# ---- design 1 ----
design_1/gate_families.png
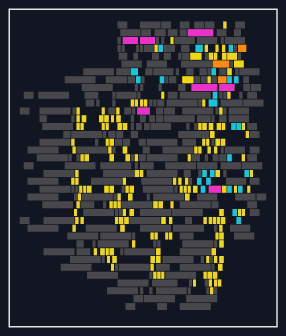
[src/rtl/avg_pkg.sv]
// Shared definitions for the sample feeder and the averager it drives.
// Sample width, default frame length and phase counter width live here.
package avg_pkg;

    localparam int SAMPLE_W      = 8;
    localparam int FRAME_LEN_DEF = 8;
    localparam int PHASE_W       = 3;

    typedef logic [SAMPLE_W-1:0] sample_t;
    typedef logic [PHASE_W-1:0]  phase_t;

    function automatic phase_t phase_next(input phase_t p, input int len);
        if (p == phase_t'(len - 1))
            return '0;
        return p + phase_t'(1);
    endfunction

    function automatic logic is_last(input phase_t p, input int len);
        return p == phase_t'(len - 1);
    endfunction

endpackage

[src/rtl/avg_feed_if.sv]
// Producer-side and averager-side signals of avg_feed.
// master drives writes and observes; slave is the feeder itself.
interface avg_feed_if #(
    parameter int DEPTH = 8
);
    import avg_pkg::*;

    localparam int CW = $clog2(DEPTH) + 1;

    logic          wr_en;
    sample_t       wr_data;
    logic          full;
    logic [CW-1:0] count;
    sample_t       out_num;
    logic          frame_strobe;
    phase_t        phase;
    logic          underflow;
    logic          overflow;

    modport master (
        output wr_en,
        output wr_data,
        input  full,
        input  count,
        input  out_num,
        input  frame_strobe,
        input  phase,
        input  underflow,
        input  overflow
    );

    modport slave (
        input  wr_en,
        input  wr_data,
        output full,
        output count,
        output out_num,
        output frame_strobe,
        output phase,
        output underflow,
        output overflow
    );

endinterface

[src/rtl/avg_fifo.sv]
// Circular sample buffer with occupancy count; head is read combinationally.
// Callers must not push when full nor pop when empty.
module avg_fifo
    import avg_pkg::*;
#(
    parameter int DEPTH = 8,
    localparam int AW = $clog2(DEPTH),
    localparam int CW = AW + 1
) (
    input  logic          clk,
    input  logic          rs,
    input  logic          push,
    input  logic          pop,
    input  sample_t       wdata,
    output sample_t       data,
    output logic [CW-1:0] count,
    output logic          full,
    output logic          empty
);

    sample_t         mem [DEPTH];
    logic [AW-1:0]   wptr;
    logic [AW-1:0]   rptr;

    always_ff @(posedge clk) begin
        if (push)
            mem[wptr] <= wdata;
    end

    // Pointers wrap naturally since DEPTH is a power of two.
    always_ff @(posedge clk) begin
        if (rs) begin
            wptr  <= '0;
            rptr  <= '0;
            count <= '0;
        end else begin
            if (push)
                wptr <= wptr + AW'(1);
            if (pop)
                rptr <= rptr + AW'(1);
            unique case ({push, pop})
                2'b10:   count <= count + CW'(1);
                2'b01:   count <= count - CW'(1);
                default: count <= count;
            endcase
        end
    end

    assign data  = mem[rptr];
    assign full  = (count == CW'(DEPTH));
    assign empty = (count == '0);

endmodule

[src/rtl/avg_feed.sv]
// Frame-paced sample feeder for the averager: buffers producer samples and
// emits one per FRAME_LEN cycles. Optional macro: AVG_FEED_ZERO_FILL_EN.
module avg_feed
    import avg_pkg::*;
#(
    parameter int DEPTH     = 8,
    parameter int FRAME_LEN = FRAME_LEN_DEF
) (
    input  logic clk,
    input  logic rs,
    avg_feed_if.slave bus
);

    localparam int CW = $clog2(DEPTH) + 1;

    phase_t        phase;
    sample_t       out_num;
    logic          frame_strobe;
    logic          underflow;
    logic          overflow;

    sample_t       head;
    logic [CW-1:0] count;
    logic          full;
    logic          empty;
    logic          pop_evt;
    logic          push;
    logic          pop;

    // A write seen while full is dropped even if this cycle also pops.
    assign pop_evt = !rs && is_last(phase, FRAME_LEN);
    assign push    = !rs && bus.wr_en && !full;
    assign pop     = pop_evt && !empty;

    avg_fifo #(
        .DEPTH (DEPTH)
    ) u_fifo (
        .clk   (clk),
        .rs    (rs),
        .push  (push),
        .pop   (pop),
        .wdata (bus.wr_data),
        .data  (head),
        .count (count),
        .full  (full),
        .empty (empty)
    );

    always_ff @(posedge clk) begin
        if (rs) begin
            phase        <= '0;
            out_num      <= '0;
            frame_strobe <= 1'b0;
            underflow    <= 1'b0;
            overflow     <= 1'b0;
        end else begin
            phase        <= phase_next(phase, FRAME_LEN);
            frame_strobe <= pop_evt;
            if (pop_evt) begin
                if (!empty) begin
                    out_num <= head;
                end else begin
                    underflow <= 1'b1;
`ifdef AVG_FEED_ZERO_FILL_EN
                    out_num   <= '0;
`endif
                end
            end
            if (bus.wr_en && full)
                overflow <= 1'b1;
        end
    end

    assign bus.phase        = phase;
    assign bus.out_num      = out_num;
    assign bus.frame_strobe = frame_strobe;
    assign bus.underflow    = underflow;
    assign bus.overflow     = overflow;
    assign bus.count        = count;
    assign bus.full         = full;

endmodule

[src/flat_wrapper.sv]
// flat-port wrapper written by rule: the top's interface ports become plain ports
module avg_feed_flat import avg_pkg::*;
#(
    parameter int DEPTH     = 8,
    parameter int FRAME_LEN = FRAME_LEN_DEF
)
  (clk, rs, bus_wr_en, bus_wr_data, bus_full, bus_count, bus_out_num, bus_frame_strobe, bus_phase, bus_underflow, bus_overflow);
  avg_feed_if #(.DEPTH(DEPTH)) bus_i ();
  input  logic clk;
  input  logic rs;
  input wire logic [$bits(bus_i.wr_en)-1:0] bus_wr_en;
  input wire logic [$bits(bus_i.wr_data)-1:0] bus_wr_data;
  output wire logic [$bits(bus_i.full)-1:0] bus_full;
  output wire logic [$bits(bus_i.count)-1:0] bus_count;
  output wire logic [$bits(bus_i.out_num)-1:0] bus_out_num;
  output wire logic [$bits(bus_i.frame_strobe)-1:0] bus_frame_strobe;
  output wire logic [$bits(bus_i.phase)-1:0] bus_phase;
  output wire logic [$bits(bus_i.underflow)-1:0] bus_underflow;
  output wire logic [$bits(bus_i.overflow)-1:0] bus_overflow;
  assign bus_i.wr_en = bus_wr_en;
  assign bus_i.wr_data = bus_wr_data;
  assign bus_full = bus_i.full;
  assign bus_count = bus_i.count;
  assign bus_out_num = bus_i.out_num;
  assign bus_frame_strobe = bus_i.frame_strobe;
  assign bus_phase = bus_i.phase;
  assign bus_underflow = bus_i.underflow;
  assign bus_overflow = bus_i.overflow;
  avg_feed #(.DEPTH(DEPTH), .FRAME_LEN(FRAME_LEN)) u_core (.clk(clk), .rs(rs), .bus(bus_i));
endmodule
[config.mk]
export PLATFORM = sky130hd
export DESIGN_NAME = avg_feed_flat
export DESIGN_NICKNAME = d
export VERILOG_FILES = /design/src/rtl/avg_pkg.sv /design/src/rtl/avg_feed_if.sv /design/src/rtl/avg_fifo.sv /design/src/rtl/avg_feed.sv /design/src/flat_wrapper.sv
export SDC_FILE = /design/constraint.sdc
export NUM_CORES = 1
export LEC_CHECK = 0
export ABC_AREA = 1
export CORE_ASPECT_RATIO = 1.2
export CORE_MARGIN = 3
export CORE_UTILIZATION = 43
export CTS_CLUSTER_SIZE = 24
export DETAILED_ROUTE_END_ITERATION = 12
export PLACE_DENSITY = 0.68
export SYNTH_ARGS = -nofsm -noshare
export SYNTH_HDL_FRONTEND = slang
export SYNTH_SLANG_ARGS = --single-unit
[constraint.sdc]
create_clock -name clk -period 2 [get_ports clk]
set_input_delay 0.4 -clock clk [delete_from_list [all_inputs] [get_ports clk]]
set_output_delay 0.4 -clock clk [all_outputs]
set_load 0.01 [all_outputs]
==> impl_metrics.py <==
# Generated from Yosys and OpenROAD reports
metrics = {
    "sta": {
        "setup_viol": 0,
        "maxSlewHeadroom": 0.749,
        "setup-tns-final_ns": 0,
    },
    "cells_and_area": {
        "fill_cells": 764,
        "buffers_excl_clock": 62,
        "final_core_util": 0.547,
    },
    "setup_path": {
        "crit_fanout": 3,
        "cp_top_family": "buffers and inverters",
        "endpoint": "u_core.u_fifo.count[2]$_SDFFE_PP0P_",
        "path_class": "input pin to register",
    },
    "routing": {
        "routed.top_layer": "met4",
        "wl_per_cell_um": 13.6,
        "vias": 2690,
    },
    "cts": {
        "postCtsHoldBufs": 0,
        "cts_buffers": 9,
    },
    "yosys": {
        "edf_count": 64,
        "async_reset_ff_frac": 0,
        "yosysWarnings": 0,
    },
    "status": {
        "status": "completed",
    },
    "global_routing": {
        "met1_usage": 0.199,
        "grt_pass1_wl_um": 12500,
    },
    "job": {
        "tool_warnings": 27,
    },
    "die": {
        "initCoreUtil": 0.447,
        "die_w_um": 92.6,
    },
    "pwr": {
        "internal_power_mw": 2.88,
    },
    "place": {
        "pre_cts_ws_ns": -0.310,
    },
}
Notes on design_1/gate_families.png above:
legend:
  cyan:
    family: inverting AOI/OAI gates
    cells: 24
    most_used: a21oi_1
  yellow:
    family: NAND gates
    cells: 159
    most_used: nand2_1
  magenta:
    family: adder and majority cells
    cells: 7
    most_used: ha_2
  orange:
    family: XOR/XNOR gates
    cells: 3
Comb/total area: 0.235
final non-filler cell total: 574
Commonest Layout Cell: nand2_1

-- flip-flops by register name, summed over array words and instances (netlist names) --
signal	cells
u_core.bus.overflow	1
u_core.bus.out_num	8
u_core.u_fifo.wptr	3
u_core.bus.phase	3
u_core.u_fifo.count	4
u_core.u_fifo.rptr	3
u_core.bus.frame_strobe	1
u_core.bus.underflow	1
u_core.u_fifo.mem	64
-- repair_timing --
| item | in CTS | in global routing |
|---|---|---|
| buffers inserted | 1 | 2 |
| pin swaps | 1 | 5 |
| setup endpoints to repair | 1 | 2 |
| resized | 2 | 9 |
| cloned | 0 | 0 |

# ---- design 2 ----
design_2/registers.png
Other sequential cells in the stronger gray, the rest of the logic in the fainter gray.
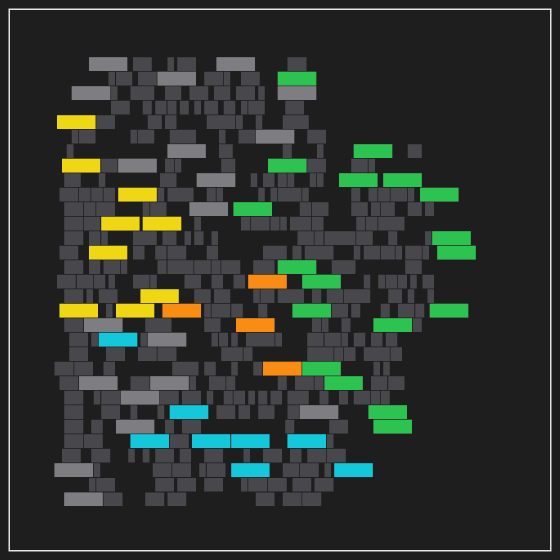
design_2/clock_map.png
Scale bar: 20 µm.
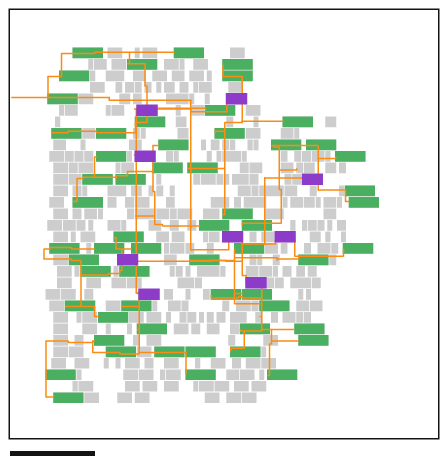
File: config.mk
export PLATFORM = sky130hd
export DESIGN_NAME = camera_config_sequencer
export DESIGN_NICKNAME = d
export VERILOG_FILES = /design/src/rtl/camera_config_sequencer.sv
export SDC_FILE = /design/constraint.sdc
export NUM_CORES = 1
export LEC_CHECK = 0
export ABC_CLOCK_PERIOD_IN_PS = 6100
export CELL_PAD_IN_SITES_DETAIL_PLACEMENT = 0
export CELL_PAD_IN_SITES_GLOBAL_PLACEMENT = 1
export CORE_MARGIN = 8
export CORE_UTILIZATION = 38
export DETAILED_ROUTE_END_ITERATION = 7
export PLACE_DENSITY = 0.86
export SYNTH_ARGS = -nofsm -noshare
export SYNTH_HDL_FRONTEND = slang
export SYNTH_SLANG_ARGS = --single-unit
export TNS_END_PERCENT = 1
File: constraint.sdc
create_clock -name i_clk -period 6.1 [get_ports i_clk]
set_input_delay 1.22 -clock i_clk [delete_from_list [all_inputs] [get_ports i_clk]]
set_output_delay 1.22 -clock i_clk [all_outputs]
set_load 0.005 [all_outputs]
File: src/rtl/camera_config_sequencer.sv
`default_nettype none
// ============================================================================
// camera_config_sequencer
//   Walks a ROM register list and issues one SCCB write per entry, with
//   in-list delay and end-of-list markers; raises o_done when finished.
//   Revision: 1.0
// ============================================================================
module camera_config_sequencer #(
  parameter int CLK_FREQUENCY = 25000000,
  parameter int ROM_DEPTH     = 256,
  parameter int DELAY_MS      = 10
) (
  input  logic                         i_clk,
  input  logic                         i_reset_n,
  input  logic                         i_start,
  output logic [$clog2(ROM_DEPTH)-1:0] o_rom_addr,
  input  logic [15:0]                  i_rom_data,
  input  logic                         i_tx_ready,
  output logic                         o_tx_start,
  output logic [7:0]                   o_tx_address,
  output logic [7:0]                   o_tx_data,
  output logic                         o_busy,
  output logic                         o_done,
  output logic [$clog2(ROM_DEPTH):0]   o_write_count
);

  localparam int AW           = $clog2(ROM_DEPTH);
  localparam int CW           = AW + 1;
  localparam int DELAY_CYCLES = CLK_FREQUENCY / 1000 * DELAY_MS;
  localparam int DW           = (DELAY_CYCLES > 1) ? $clog2(DELAY_CYCLES) : 1;

  localparam logic [15:0]   C_END_WORD   = 16'hFFFF;
  localparam logic [15:0]   C_DELAY_WORD = 16'hFFF0;
  localparam logic [DW-1:0] C_DELAY_LOAD = DW'(DELAY_CYCLES - 1);
  localparam logic [AW-1:0] C_LAST_ADDR  = AW'(ROM_DEPTH - 1);

  typedef enum logic [3:0] {
    S_IDLE        = 4'd0,
    S_FETCH       = 4'd1,
    S_DECODE      = 4'd2,
    S_SEND        = 4'd3,
    S_WAIT_ACCEPT = 4'd4,
    S_WAIT_DONE   = 4'd5,
    S_DELAY       = 4'd6,
    S_ADVANCE     = 4'd7,
    S_DONE        = 4'd8
  } state_t;

  state_t        state_q;
  logic [AW-1:0] rom_addr_q;
  logic          tx_start_q;
  logic [7:0]    tx_address_q;
  logic [7:0]    tx_data_q;
  logic          busy_q;
  logic          done_q;
  logic [CW-1:0] write_count_q;
  logic [DW-1:0] delay_cnt_q;

  always_ff @(posedge i_clk) begin
    if (!i_reset_n) begin
      state_q       <= S_IDLE;
      rom_addr_q    <= '0;
      tx_start_q    <= 1'b0;
      tx_address_q  <= '0;
      tx_data_q     <= '0;
      busy_q        <= 1'b0;
      done_q        <= 1'b0;
      write_count_q <= '0;
      delay_cnt_q   <= '0;
    end else begin
      // The start strobe is only ever raised for the single SEND->WAIT_ACCEPT edge.
      tx_start_q <= 1'b0;
      case (state_q)
        S_IDLE: begin
          if (i_start) begin
            rom_addr_q    <= '0;
            write_count_q <= '0;
            busy_q        <= 1'b1;
            done_q        <= 1'b0;
            state_q       <= S_FETCH;
          end
        end
        S_FETCH: state_q <= S_DECODE;
        S_DECODE: begin
          if (i_rom_data == C_END_WORD) begin
            state_q <= S_DONE;
          end else if (i_rom_data == C_DELAY_WORD) begin
            delay_cnt_q <= C_DELAY_LOAD;
            state_q     <= S_DELAY;
          end else begin
            tx_address_q <= i_rom_data[15:8];
            tx_data_q    <= i_rom_data[7:0];
            state_q      <= S_SEND;
          end
        end
        S_SEND: begin
          if (i_tx_ready) begin
            tx_start_q <= 1'b1;
            state_q    <= S_WAIT_ACCEPT;
          end
        end
        S_WAIT_ACCEPT: begin
          if (!i_tx_ready) state_q <= S_WAIT_DONE;
        end
        S_WAIT_DONE: begin
          if (i_tx_ready) begin
            write_count_q <= write_count_q + CW'(1);
            state_q       <= S_ADVANCE;
          end
        end
        S_DELAY: begin
          if (delay_cnt_q == '0) state_q <= S_ADVANCE;
          else                   delay_cnt_q <= delay_cnt_q - DW'(1);
        end
        S_ADVANCE: begin
          // Running off the end of the ROM terminates the list; no wrap.
          if (rom_addr_q == C_LAST_ADDR) begin
            state_q <= S_DONE;
          end else begin
            rom_addr_q <= rom_addr_q + AW'(1);
            state_q    <= S_FETCH;
          end
        end
        S_DONE: begin
          busy_q <= 1'b0;
          done_q <= 1'b1;
          if (i_start) begin
            rom_addr_q    <= '0;
            write_count_q <= '0;
            busy_q        <= 1'b1;
            done_q        <= 1'b0;
            state_q       <= S_FETCH;
          end
        end
        default: state_q <= S_IDLE;
      endcase
    end
  end

  assign o_rom_addr    = rom_addr_q;
  assign o_tx_start    = tx_start_q;
  assign o_tx_address  = tx_address_q;
  assign o_tx_data     = tx_data_q;
  assign o_busy        = busy_q;
  assign o_done        = done_q;
  assign o_write_count = write_count_q;

endmodule
`default_nettype wire

==> impl_metrics.py <==
# Generated from Yosys and OpenROAD reports
metrics = {
    "cts": {
        "cts_tree": "built",
        "clock-sinks": 58,
        "h-tree-depth": 3,
        "cts_resized": 0,
    },
    "cells_and_area": {
        "nClkBuffers": 10,
        "buffers_excl_clock": 55,
        "inverters_excl_clock": 7,
        "final_nets": 384,
        "nMultiInputCombCells": 230,
    },
    "yosys": {
        "top_cells_by_count": "dfxtp_1, nor2_1, xor2_1",
        "topCellsByArea": "dfxtp_1, nor2_1, xor2_1",
        "synth.avg_cell_area_um2": 8.94,
        "ys.flops": 58,
        "netlist.top_cell.by_area": "dfxtp_1",
        "synthesis.area_um2": 2760,
        "most_common_cell": "dfxtp_1",
        "top_cell_area_share": 0.420,
    },
    "place": {
        "pre_cts_ws_ns": 2.40,
        "placed_cell_area_um2": 3370,
        "place_congestion": 0.760,
    },
    "pwr": {
        "p_clk_frac": 0.282,
    },
    "global_routing": {
        "top_usage_layer": "met2",
        "grt_max_degree": 32,
        "antenna_found_initial": 0,
        "first_global_vias": 2340,
        "grt_use_total": 0.132,
    },
    "hold_path": {
        "hold_path.class": "register to register",
    },
    "routing": {
        "wl_per_cell_um": 14.0,
        "ant_nets": 0,
    },
    "setup_path": {
        "start_kind": "input pin",
        "crit_required_ns": 6.32,
        "crit_path_end_kind": "register",
        "crit_fanout": 17,
    },
    "die": {
        "num_tap_cells": 99,
        "die_w_um": 101,
        "core_area_um2": 7140,
    },
    "sta": {
        "skew_ns": 0.00670,
    },
    "status": {
        "status": "completed",
    },
}
About design_2/registers.png:
legend:
  green:
    netlist_name: delay_cnt_q
    sequential_cells: 18
  cyan:
    netlist_name: o_tx_data
    sequential_cells: 8
  yellow:
    netlist_name: o_write_count
    sequential_cells: 9
  orange:
    netlist_name: state_q
    sequential_cells: 4
    where: center
register share of the cell area: 0.329
sequential cell power: 0.463 mW
fin util: 0.494
register area: 1160 µm²

About design_2/clock_map.png:
legend:
  orange:
    item: clock wires
    length: 824 µm
  purple:
    item: cells driving clock nets
    count: 9
  green:
    item: flip-flops
    count: 58
routed clock nets: 10
Latency at later pin: 0.33 ns
clock network power: 0.294 mW

worst max-delay path, cell delays in order:
cell and delay (ns):
clkdlybuf4s50_1 0.45, and4_1 0.24, or2_2 0.29, a21boi_2 0.87, nor3_1 0.14, a2111oi_2 0.35
logic make-up (layout without fill, tap and decap cells):
logic type,after synthesis,count (layout),synth area share
xor gates and xnor gates,28,28,0.0888
buffers and inverters,21,76,0.0349
muxes,17,17,0.0616
AOI/OAI and AO/OA,50,50,0.131
adders and majority gates,3,3,0.0136
and+or+nand+nor,132,132,0.250
DFF,58,58,0.420

# ---- design 3 ----
design_3/final_clocks.png
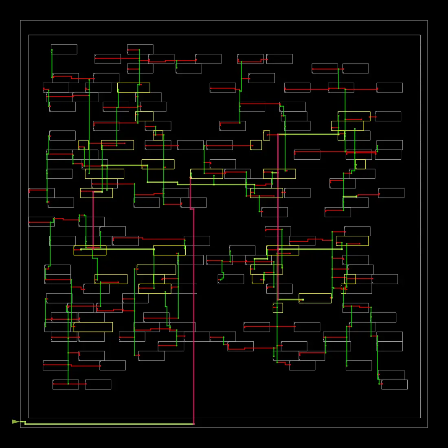
design_3/gate_families.png
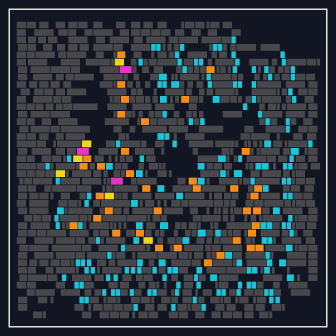
### config.mk
export PLATFORM = sky130hd
export DESIGN_NAME = fetch_unit
export DESIGN_NICKNAME = d
export VERILOG_FILES = /design/src/rtl/fetch_unit.sv
export SDC_FILE = /design/constraint.sdc
export NUM_CORES = 1
export LEC_CHECK = 0
export CORE_MARGIN = 2
export CORE_UTILIZATION = 48
export CTS_CLUSTER_SIZE = 16
export DETAILED_ROUTE_END_ITERATION = 10
export GPL_ROUTABILITY_DRIVEN = 0
export PLACE_DENSITY = 0.87
export RECOVER_POWER = 100
export SLEW_MARGIN = 20
export SYNTH_ARGS = -nofsm -noshare
export SYNTH_HDL_FRONTEND = slang
export SYNTH_SLANG_ARGS = --single-unit
### constraint.sdc
create_clock -name clk -period 6.2 [get_ports clk]
set_input_delay 1.24 -clock clk [delete_from_list [all_inputs] [get_ports clk]]
set_output_delay 1.24 -clock clk [all_outputs]
set_load 0.01 [all_outputs]
### src/rtl/fetch_unit.sv
// -----------------------------------------------------------------------------
// fetch_unit
//
// Instruction fetch stage of the pipelined MIPS-style core. It owns the program
// counter and drives it straight to the asynchronous-read instruction memory.
// The returned word is captured into the IF/ID pipeline register. Stall,
// branch and jump redirects from later stages are applied here.
//
// Parameters:
//   RESET_PC  - PC loaded on reset (word aligned)
//   MEM_WORDS - number of 32-bit words backed by instruction memory
//   NOP       - instruction word inserted on flush or invalid fetch
//
// Ports:
//   clk           in   single clock, rising-edge updates
//   rst           in   synchronous active-high reset
//   pc            out  byte address to instruction memory (the PC register)
//   instr         in   memory read data for the current pc
//   stall         in   hazard unit holds the fetch stage
//   branch_taken  in   resolved branch redirect (highest priority)
//   branch_target in   branch target byte address
//   jump          in   jump redirect
//   jump_target   in   jump target byte address
//   if_id_instr   out  registered instruction to decode
//   if_id_pc4     out  registered PC+4 of that instruction
//   if_id_valid   out  if_id_instr is a real fetched instruction
//   addr_err      out  sticky misaligned-redirect / out-of-range flag
//   fetch_count   out  number of valid instructions latched into IF/ID
// -----------------------------------------------------------------------------
module fetch_unit #(
  parameter logic [31:0] RESET_PC  = 32'h0000_0000,
  parameter int unsigned MEM_WORDS = 65,
  parameter logic [31:0] NOP       = 32'h0000_0000
) (
  input  logic        clk,
  input  logic        rst,
  output logic [31:0] pc,
  input  logic [31:0] instr,
  input  logic        stall,
  input  logic        branch_taken,
  input  logic [31:0] branch_target,
  input  logic        jump,
  input  logic [31:0] jump_target,
  output logic [31:0] if_id_instr,
  output logic [31:0] if_id_pc4,
  output logic        if_id_valid,
  output logic        addr_err,
  output logic [31:0] fetch_count
);

  logic [31:0] pc_q;
  logic [31:0] pc_plus4;
  logic        redirect;
  logic [31:0] redirect_target;
  logic        target_misaligned;
  logic        pc_in_range;

  assign pc = pc_q;

  // Sequential PC increment; the 32-bit adder wraps naturally past FFFF_FFFC.
  assign pc_plus4 = pc_q + 32'd4;

  // A branch outranks a jump, so jump_target is ignored when both arrive.
  // Stall is deliberately absent here: a redirect always wins over a stall.
  always_comb begin
    redirect        = branch_taken | jump;
    redirect_target = branch_taken ? branch_target : jump_target;
  end

  assign target_misaligned = redirect && (redirect_target[1:0] != 2'b00);

  // The range check looks at the word index of the PC currently on the bus,
  // widened so a large MEM_WORDS compares correctly against all 30 bits.
  assign pc_in_range = ({2'b00, pc_q[31:2]} < MEM_WORDS);

  // Single state block for the PC and the IF/ID register. Priority is reset,
  // then redirect (which flushes IF/ID and keeps the old pc4), then stall
  // (everything holds), then a normal advance. On an out-of-range fetch the
  // PC still moves forward but a bubble is latched and the error flag set.
  always_ff @(posedge clk) begin
    if (rst) begin
      pc_q        <= RESET_PC;
      if_id_instr <= NOP;
      if_id_pc4   <= 32'd0;
      if_id_valid <= 1'b0;
      addr_err    <= 1'b0;
      fetch_count <= 32'd0;
    end else if (redirect) begin
      pc_q        <= {redirect_target[31:2], 2'b00};
      if_id_instr <= NOP;
      if_id_valid <= 1'b0;
      if (target_misaligned) begin
        addr_err <= 1'b1;
      end
    end else if (!stall) begin
      pc_q      <= pc_plus4;
      if_id_pc4 <= pc_plus4;
      if (pc_in_range) begin
        if_id_instr <= instr;
        if_id_valid <= 1'b1;
        fetch_count <= fetch_count + 32'd1;
      end else begin
        if_id_instr <= NOP;
        if_id_valid <= 1'b0;
        addr_err    <= 1'b1;
      end
    end
  end

endmodule
==> impl_metrics.py <==
# Generated from Yosys and OpenROAD reports
metrics = {
    "status": {
        "status": "finished with violations",
        "violations": "max-capacitance violations, max-slew violations",
    },
    "routing": {
        "routed_wl_um": 18400,
        "via_per_inst": 5.75,
        "drtPass1Iterations": 5,
        "vias": 6258,
        "drc_errors": 0,
        "drt-initial-drc-count": 577,
    },
    "cts": {
        "postCtsSetupBuffers": 0,
        "clk_latency_ns": 0.41,
        "clock-sinks": 126,
        "h-tree-depth": 4,
        "cts_buffer_depth": 2,
        "clk_pin_slew_ns": 0.06,
    },
    "setup_path": {
        "r2r_slack_ns": 3.09,
        "critPathArrivalTime_ns": 4.95,
        "crit_cells": 8,
        "path_common_cell": "clkbuf_1",
        "crit_fanout": 37,
        "slowest_stage": "clkbuf_1",
    },
    "sta": {
        "postLayoutSetupSlackWorst_ns": 1.60,
        "setup_viol": 0,
        "hold_ws_ns": 0.459,
        "fin_crit_sh": 0.742,
        "setup-tns-final_ns": 0,
        "slew_viol_final": 38,
    },
    "cells_and_area": {
        "area_growth_pct": 48.3,
        "final_nets": 1012,
        "most-common-layout-cells": "dfxtp_1, dlygate4sd3_1, clkdlybuf4s50_1, a21oi_1, nand2_1",
        "final_area_um2": 8870,
        "regArea_um2": 2520,
        "combGateArea_um2": 3190,
        "seq_area_frac": 0.284,
        "nMultiInputCombCells": 519,
        "nClkBuffers": 19,
        "buffer_area_frac": 0.260,
        "inverters_excl_clock": 9,
    },
    "pwr": {
        "power_mw": 2.12,
        "p_clk_frac": 0.481,
        "internal_power_mw": 1.60,
        "power_leakage_nw": 3.42,
        "switchingPower_mw": 0.519,
    },
    "die": {
        "core_area_um2": 12100,
        "num_tap_cells": 168,
    },
    "hold_path": {
        "hold_path.class": "register to register",
    },
    "yosys": {
        "netlist.top_cell.by_area": "dfxtp_1",
        "synth-main-ff-cell": "dfxtp_1",
        "edf_count": 0,
        "ys_sh_aoi": 0.204,
        "top_cells_by_count": "dfxtp_1, a21oi_1, nand2_1",
        "top_cell_area_share": 0.421,
        "topCellsByArea": "dfxtp_1, a21oi_1, a22o_1",
    },
    "global_routing": {
        "grt_use_total": 0.274,
        "first_global_vias": 5815,
    },
    "job": {
        "cap_violations": 1,
    },
    "place": {
        "io_buffer_count": 226,
    },
}
About design_3/final_clocks.png:
clock skew: 0.00838 ns
clock network power: 1.02 mW

About design_3/gate_families.png:
legend:
  magenta:
    family: adder and majority cells
    cells: 3
    most_used: ha_1
  yellow:
    family: multiplexers
    cells: 6
    most_used: mux2i_1
    where: west
  orange:
    family: XOR/XNOR gates
    cells: 37
    most_used: xor2_1
  cyan:
    family: inverting AOI/OAI gates
    cells: 158
    most_used: a21oi_1
    where: spread over the die
final non-filler cell total: 1089
Comb/total area: 0.360

registers in the layout, indices dropped and copies added (netlist names):
register and cells:
addr_err 1, fetch_count 32, if_id_instr 32, if_id_pc4 30, if_id_valid 1, pc 30
layer usage:
| layer | track usage | part of all wire |
|---|---|---|
| met1 | 0.337 | 0.42 |
| met2 | 0.456 | 0.48 |
| met3 | 0.0889 | 0.080 |
| met4 | 0.0897 | 0.021 |
| met5 | 0 | 0 |


==> notes/layouts.md <==
Pictures saved along the way, in no particular order.

Cells colored by class.
shot_01.png
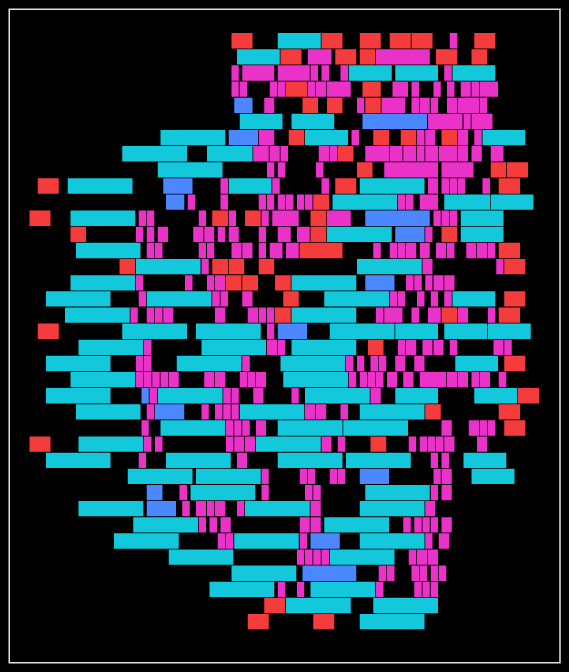
shot_02.png
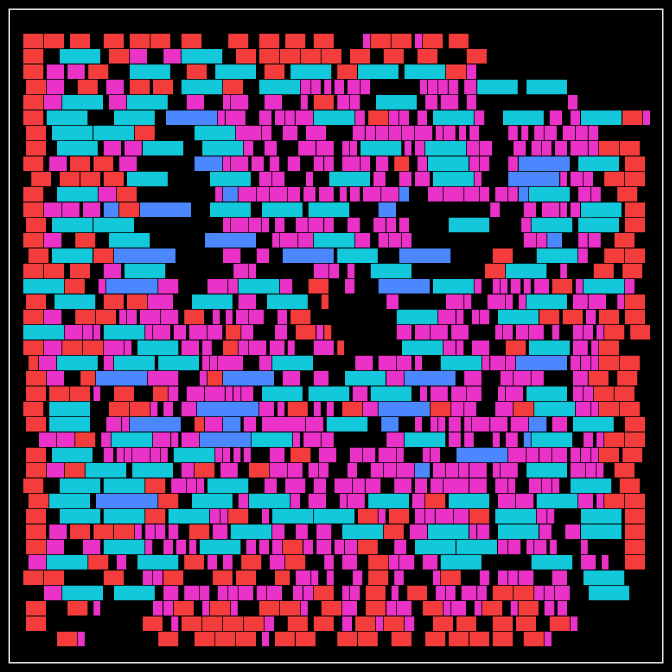
shot_03.png
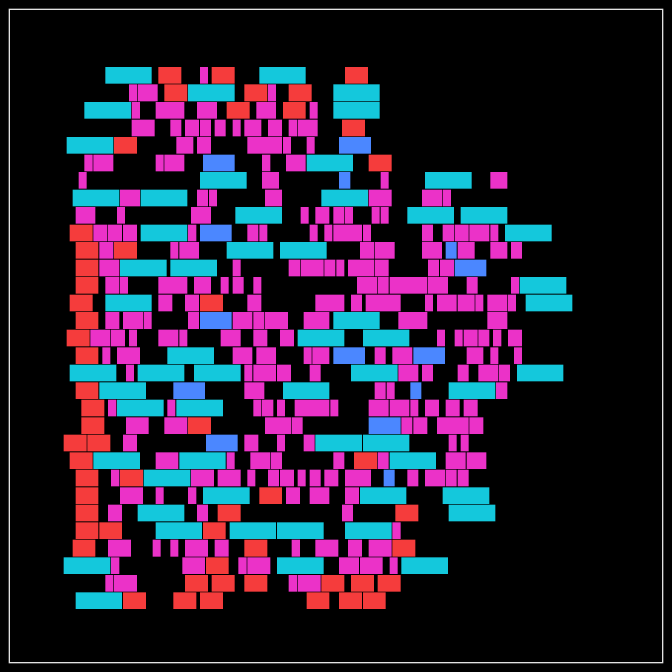
design 2 -> shot_03.png
design 3 -> shot_02.png
design 1 -> shot_01.png
Of these, fewest sequential cells: shot_03.png
Of these, most cells: shot_02.png

Key to shot_03.png:
legend:
  magenta:
    class: all other logic
    cells: 237
  red:
    class: other buffers and delay cells
    cells: 55
  cyan:
    class: flip-flops
    cells: 58
  blue:
    class: clock drivers and dummy loads
    cells: 14

Power figures rest on the tool's default switching activity, not on a simulated workload.
